==================== design 1
design_1/closeup.png
Bar = 5 um. Region (75, 110) to (95, 130) um. Cells in gray, sequential cells in the stronger gray; small squares are vias.
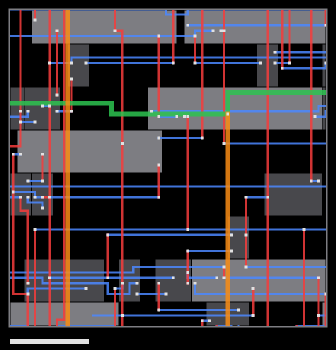

<file path="config.mk">
export PLATFORM = sky130hd
export DESIGN_NAME = fetch_stage_flat
export DESIGN_NICKNAME = d
export VERILOG_FILES = /design/src/rtl/fetch_stage_if.sv /design/src/rtl/fetch_stage.sv /design/src/flat_wrapper.sv
export SDC_FILE = /design/constraint.sdc
export NUM_CORES = 1
export LEC_CHECK = 0
export ABC_AREA = 1
export CAP_MARGIN = 20
export CORE_MARGIN = 1.5
export CORE_UTILIZATION = 41
export CTS_BUF_LIST = sky130_fd_sc_hd__clkbuf_8
export CTS_CLUSTER_SIZE = 12
export DETAILED_ROUTE_END_ITERATION = 10
export PLACE_DENSITY_LB_ADDON = 0.05
export SYNTH_ARGS = -nofsm -noshare
export SYNTH_HDL_FRONTEND = slang
export SYNTH_SLANG_ARGS = --single-unit
</file>
<file path="constraint.sdc">
create_clock -name clk -period 4.5 [get_ports clk]
set_clock_uncertainty 0.05 [all_clocks]
set_input_delay 0.675 -clock clk [delete_from_list [all_inputs] [get_ports clk]]
set_output_delay 0.675 -clock clk [all_outputs]
set_load 0.005 [all_outputs]
</file>
<file path="src/rtl/fetch_stage_if.sv">
// Instruction-memory channel of the fetch stage: valid/ready request, valid-only response.
`timescale 1ns/1ps
interface fetch_stage_if;
  logic        req_valid;
  logic        req_ready;
  logic [31:0] req_addr;
  logic        rsp_valid;
  logic [31:0] rsp_data;

  modport master (
    output req_valid,
    output req_addr,
    input  req_ready,
    input  rsp_valid,
    input  rsp_data
  );

  modport slave (
    input  req_valid,
    input  req_addr,
    output req_ready,
    output rsp_valid,
    output rsp_data
  );
endinterface

</file>
<file path="src/rtl/fetch_stage.sv">
// RV32I instruction fetch with a 2-entry response queue feeding the IF/ID register.
// Handles decode stalls and EX redirects; at most one memory request is outstanding.
`timescale 1ns/1ps
module fetch_stage #(
  parameter logic [31:0] RESET_PC = 32'h0000_0000,
  parameter logic [31:0] NOP_INST = 32'h0000_0013
) (
  input  logic                clk,
  input  logic                rst_n,
  fetch_stage_if.master       imem,
  input  logic                redirect_valid_i,
  input  logic [31:0]         redirect_pc_i,
  input  logic                stall_i,
  output logic                id_valid_o,
  output logic [31:0]         id_inst_o,
  output logic [31:0]         id_pc_o
);

  typedef enum logic {S_REQ = 1'b0, S_WAIT = 1'b1} state_t;

  state_t      state_q;
  logic [31:0] pc_q;
  logic [31:0] req_pc_q;
  logic        drop_q;
  logic [31:0] qpc_q   [2];
  logic [31:0] qinst_q [2];
  logic        rd_ptr_q;
  logic        wr_ptr_q;
  logic [1:0]  cnt_q;
  logic [1:0]  cnt_d;
  logic        id_valid_q;
  logic [31:0] id_inst_q;
  logic [31:0] id_pc_q;

  logic req_valid;
  logic req_fire;
  logic rsp_take;
  logic rsp_keep;
  logic bypass;
  logic push;
  logic pop;

  // Issue only with guaranteed queue space so a returning response never overflows.
  assign req_valid = rst_n && (state_q == S_REQ) && !redirect_valid_i && (cnt_q != 2'd2);
  assign req_fire  = req_valid && imem.req_ready;
  assign rsp_take  = (state_q == S_WAIT) && imem.rsp_valid;
  assign rsp_keep  = rsp_take && !drop_q && !redirect_valid_i;
  assign bypass    = rsp_keep && (cnt_q == 2'd0) && !stall_i;
  assign push      = rsp_keep && !bypass;
  assign pop       = !stall_i && !redirect_valid_i && (cnt_q != 2'd0);

  assign imem.req_valid = req_valid;
  assign imem.req_addr  = pc_q;
  assign id_valid_o     = id_valid_q;
  assign id_inst_o      = id_inst_q;
  assign id_pc_o        = id_pc_q;

  always_comb begin
    cnt_d = cnt_q;
    if (redirect_valid_i)   cnt_d = 2'd0;
    else if (push && !pop)  cnt_d = cnt_q + 2'd1;
    else if (pop && !push)  cnt_d = cnt_q - 2'd1;
  end

  always_ff @(posedge clk) begin
    if (push) begin
      qpc_q[wr_ptr_q]   <= req_pc_q;
      qinst_q[wr_ptr_q] <= imem.rsp_data;
    end
  end

  always_ff @(posedge clk or negedge rst_n) begin
    if (!rst_n) begin
      state_q    <= S_REQ;
      pc_q       <= RESET_PC;
      req_pc_q   <= '0;
      drop_q     <= 1'b0;
      rd_ptr_q   <= 1'b0;
      wr_ptr_q   <= 1'b0;
      cnt_q      <= 2'd0;
      id_valid_q <= 1'b0;
      id_inst_q  <= NOP_INST;
      id_pc_q    <= '0;
    end else begin
      cnt_q <= cnt_d;
      if (redirect_valid_i) begin
        pc_q       <= redirect_pc_i;
        rd_ptr_q   <= 1'b0;
        wr_ptr_q   <= 1'b0;
        id_valid_q <= 1'b0;
        id_inst_q  <= NOP_INST;
        // An in-flight request still returns; mark it so it is thrown away on arrival.
        if (state_q == S_WAIT) begin
          if (imem.rsp_valid) begin
            state_q <= S_REQ;
            drop_q  <= 1'b0;
          end else begin
            drop_q  <= 1'b1;
          end
        end
      end else begin
        if (req_fire) begin
          req_pc_q <= pc_q;
          pc_q     <= pc_q + 32'd4;
          state_q  <= S_WAIT;
        end
        if (rsp_take) begin
          state_q <= S_REQ;
          drop_q  <= 1'b0;
        end
        if (push) wr_ptr_q <= ~wr_ptr_q;
        if (pop)  rd_ptr_q <= ~rd_ptr_q;
        if (!stall_i) begin
          if (pop) begin
            id_valid_q <= 1'b1;
            id_inst_q  <= qinst_q[rd_ptr_q];
            id_pc_q    <= qpc_q[rd_ptr_q];
          end else if (bypass) begin
            id_valid_q <= 1'b1;
            id_inst_q  <= imem.rsp_data;
            id_pc_q    <= req_pc_q;
          end else begin
            id_valid_q <= 1'b0;
            id_inst_q  <= NOP_INST;
          end
        end
      end
    end
  end

endmodule

</file>
<file path="src/flat_wrapper.sv">
// flat-port wrapper written by rule: the top's interface ports become plain ports
module fetch_stage_flat 
#(
  parameter logic [31:0] RESET_PC = 32'h0000_0000,
  parameter logic [31:0] NOP_INST = 32'h0000_0013
)
  (clk, rst_n, redirect_valid_i, redirect_pc_i, stall_i, id_valid_o, id_inst_o, id_pc_o, imem_req_valid, imem_req_addr, imem_req_ready, imem_rsp_valid, imem_rsp_data);
  fetch_stage_if imem_i ();
  input  logic clk;
  input  logic rst_n;
  input  logic redirect_valid_i;
  input  logic [31:0] redirect_pc_i;
  input  logic stall_i;
  output logic id_valid_o;
  output logic [31:0] id_inst_o;
  output logic [31:0] id_pc_o;
  output wire logic [$bits(imem_i.req_valid)-1:0] imem_req_valid;
  output wire logic [$bits(imem_i.req_addr)-1:0] imem_req_addr;
  input wire logic [$bits(imem_i.req_ready)-1:0] imem_req_ready;
  input wire logic [$bits(imem_i.rsp_valid)-1:0] imem_rsp_valid;
  input wire logic [$bits(imem_i.rsp_data)-1:0] imem_rsp_data;
  assign imem_req_valid = imem_i.req_valid;
  assign imem_req_addr = imem_i.req_addr;
  assign imem_i.req_ready = imem_req_ready;
  assign imem_i.rsp_valid = imem_rsp_valid;
  assign imem_i.rsp_data = imem_rsp_data;
  fetch_stage #(.RESET_PC(RESET_PC), .NOP_INST(NOP_INST)) u_core (.clk(clk), .rst_n(rst_n), .imem(imem_i), .redirect_valid_i(redirect_valid_i), .redirect_pc_i(redirect_pc_i), .stall_i(stall_i), .id_valid_o(id_valid_o), .id_inst_o(id_inst_o), .id_pc_o(id_pc_o));
endmodule
</file>
==================== design 2
`config.mk`:
```
export PLATFORM = sky130hd
export DESIGN_NAME = layer_ack_sequencer
export DESIGN_NICKNAME = d
export VERILOG_FILES = /design/src/rtl/nn_seq_pkg.sv /design/src/rtl/wrap_counter.sv /design/src/rtl/layer_ack_sequencer.sv
export SDC_FILE = /design/constraint.sdc
export NUM_CORES = 1
export LEC_CHECK = 0
export CORE_MARGIN = 2
export CORE_UTILIZATION = 30
export DETAILED_ROUTE_END_ITERATION = 10
export PLACE_DENSITY = 0.52
export SETUP_SLACK_MARGIN = 0.3
export SLEW_MARGIN = 0
export SYNTH_ARGS = -nofsm -noshare
export SYNTH_HDL_FRONTEND = slang
export SYNTH_SLANG_ARGS = --single-unit
```
`constraint.sdc`:
```
create_clock -name clk -period 1.9 [get_ports clk]
set_input_delay 0.19 -clock clk [delete_from_list [all_inputs] [get_ports clk]]
set_output_delay 0.19 -clock clk [all_outputs]
set_load 0.005 [all_outputs]
```
`src/rtl/nn_seq_pkg.sv`:
```
// rtl/nn_seq_pkg.sv - shared types and helpers for layer sequencers
package nn_seq_pkg;

  typedef enum logic [1:0] {
    IDLE    = 2'd0,
    ACCUM   = 2'd1,
    HANDOFF = 2'd2,
    DONE    = 2'd3
  } seq_state_t;

  // Index width for a count of n items; never narrower than one bit.
  function automatic int idx_width(input int n);
    return (n > 1) ? $clog2(n) : 1;
  endfunction

endpackage

```
`src/rtl/wrap_counter.sv`:
```
// rtl/wrap_counter.sv - modulo-MAX counter with clear and terminal-count flag
module wrap_counter #(
  parameter int MAX = 2,
  parameter int W   = 1
) (
  input  logic         clk,
  input  logic         rst,
  input  logic         clr,
  input  logic         inc,
  output logic [W-1:0] q,
  output logic         last
);

  assign last = (q == W'(MAX - 1));

  always_ff @(posedge clk) begin
    if (rst || clr) begin
      q <= '0;
    end else if (inc) begin
      q <= last ? '0 : q + W'(1);
    end
  end

endmodule

```
`src/rtl/layer_ack_sequencer.sv`:
```
// rtl/layer_ack_sequencer.sv - per-layer ack counter driving MAC finalise handoffs
module layer_ack_sequencer
  import nn_seq_pkg::*;
#(
  parameter int N_IN        = 2,
  parameter int N_OUT       = 4,
  parameter int STICKY_DONE = 1,
  parameter int IW          = idx_width(N_IN),
  parameter int OW          = idx_width(N_OUT)
) (
  input  logic          clk,
  input  logic          rst,
  input  logic          start,
  input  logic          ack,
  input  logic          mac_ready,
  output logic          ack__mac,
  output logic [IW-1:0] in_idx,
  output logic [OW-1:0] out_idx,
  output logic          busy,
  output logic          done,
  output logic          err
);

  seq_state_t state, state_n;
  logic       start_ok, in_inc, out_inc, in_last, out_last, err_n;

  wrap_counter #(.MAX(N_IN), .W(IW)) u_in_cnt (
    .clk  (clk),
    .rst  (rst),
    .clr  (start_ok),
    .inc  (in_inc),
    .q    (in_idx),
    .last (in_last)
  );

  wrap_counter #(.MAX(N_OUT), .W(OW)) u_out_cnt (
    .clk  (clk),
    .rst  (rst),
    .clr  (start_ok),
    .inc  (out_inc),
    .q    (out_idx),
    .last (out_last)
  );

  always_comb begin
    state_n  = state;
    start_ok = 1'b0;
    in_inc   = 1'b0;
    out_inc  = 1'b0;
    err_n    = err;
    case (state)
      IDLE: begin
        if (start) begin
          start_ok = 1'b1;
          state_n  = ACCUM;
        end else if (ack) begin
          err_n = 1'b1;
        end
      end
      ACCUM: begin
        if (ack) begin
          in_inc = 1'b1;
          if (in_last) state_n = HANDOFF;
        end
      end
      HANDOFF: begin
        // Acks here belong to nobody: upstream must wait for the handoff to clear.
        if (ack) err_n = 1'b1;
        if (mac_ready) begin
          out_inc = 1'b1;
          state_n = out_last ? DONE : ACCUM;
        end
      end
      DONE: begin
        if (STICKY_DONE != 0 && start) begin
          start_ok = 1'b1;
          state_n  = ACCUM;
        end else begin
          if (ack) err_n = 1'b1;
          if (STICKY_DONE == 0) state_n = IDLE;
        end
      end
      default: state_n = IDLE;
    endcase
    if (start_ok) err_n = 1'b0;
  end

  // Outputs are registered decodes of the next state so nothing is combinational from inputs.
  always_ff @(posedge clk) begin
    if (rst) begin
      state    <= IDLE;
      ack__mac <= 1'b0;
      busy     <= 1'b0;
      done     <= 1'b0;
      err      <= 1'b0;
    end else begin
      state    <= state_n;
      ack__mac <= (state_n == HANDOFF);
      busy     <= (state_n == ACCUM) || (state_n == HANDOFF);
      done     <= (state_n == DONE);
      err      <= err_n;
    end
  end

endmodule

```
design_1/gates.png
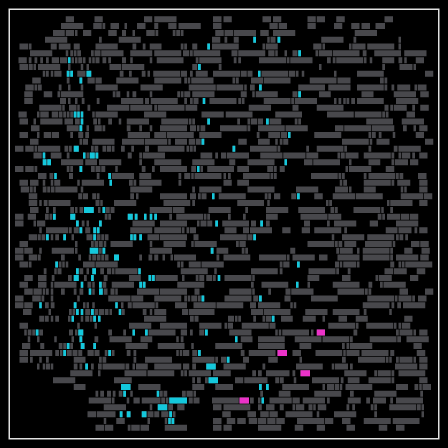
color	family	cells	most used
magenta	mux cells	4	mux2_2
cyan	nor cells	127	nor2_1
logic share of the area: 24.0%
most numerous logic cell after layout: nand2_1
Non-Filler Instances: 1721

Notes on design_1/closeup.png above:
color	layer
blue	M1
green	M3
red	M2
orange	M4
netlist names of flops here include	`u_core.id_pc_o` (4), `u_core.qpc_q` (2)
sequential cells in the window	6
cells with their middle in the window	18
most frequent	dfrtp_1 (4)

==> flow_summary.yaml, design 1 <==
# yosys + openroad results
outcome:
  outcome: "finished clean"
routing:
  ant_nets: 0
final_timing:
  finalSetupViolations: 0
clocking:
  cts_buffers: 46
  post_cts_buffers: 0
  tritoncts: "yes"
final_layout:
  signal_buffers: 179
  design.seq.count: 263
  area_growth_pct: 24.7
worst_hold_path:
  hold_class: "register to register"
power:
  total_power_mw: 7.26
yosys:
  syn_avg_cell_area_um2: 10.2
  xor_area_share_pct: 0.606
  syn-num-nets: 1207
  synth_top_flop_cell: "dfrtp_1"
worst_setup_path:
  start_kind: "primary input"
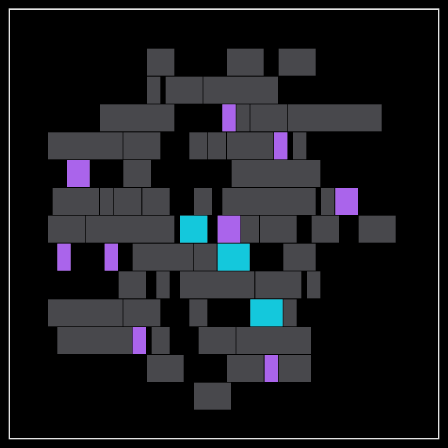
design_2/gates.png
color	family	cells
purple	nor cells	9
cyan	non-inverting ao/oa cells	3
Non-Filler Instances: 78
most numerous logic cell after layout: clkdlybuf4s50_1

==> flow_summary.yaml, design 2 <==
# yosys + openroad results
yosys:
  synth.most_common_cell: "dfxtp_1"
  syn-num-nets: 56
  synthCells: 46
  synthArstFlopShare_pct: 0
  syn-cell-area_um2: 429
worst_hold_path:
  hold_class: "register to register"
final_timing:
  finalHoldViolations: 0
  skew_ns: 0.00320
clocking:
  clkTransAtPathRegs_ns: 0.06
  ctsResizeCount: 6
final_layout:
  n_antenna_cell: 0
  final_nets: 74
  design.seq.count: 9
  stdcell_area_um2: 636
routing:
  dr.max_layer_used: "met4"
  route.met3.wl_um: 53
  firstDrtPassIters: 2
  wl_per_cell_um: 11.5
outcome:
  outcome: "finished clean"
power:
  pwr-share-comb_pct: 17.4
run:
  openroad.warnings: 29
worst_setup_path:
  crit_type: "register to register"
  cp.required_ns: 2.10


==> notes/layouts.md <==
Pictures saved along the way, in no particular order.

Pin map.
panel A
Bar = 50 um. Pins as bars across the die edge, other pins in gray.
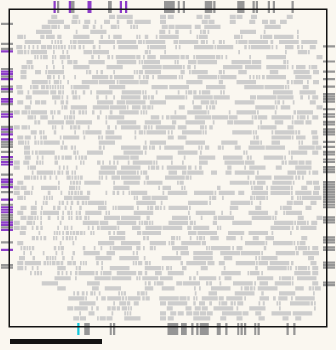
panel B
Bar = 10 um. Pins as bars across the die edge, other pins in gray.
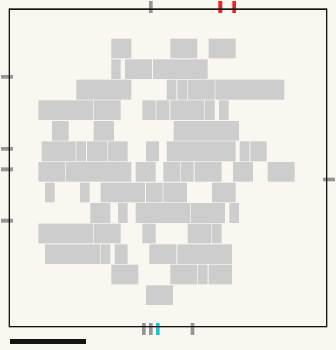
panel B -> design 2
panel A -> design 1
- largest die: panel A
- most pins: panel A

Power figures rest on the tool's default switching activity, not on a simulated workload.
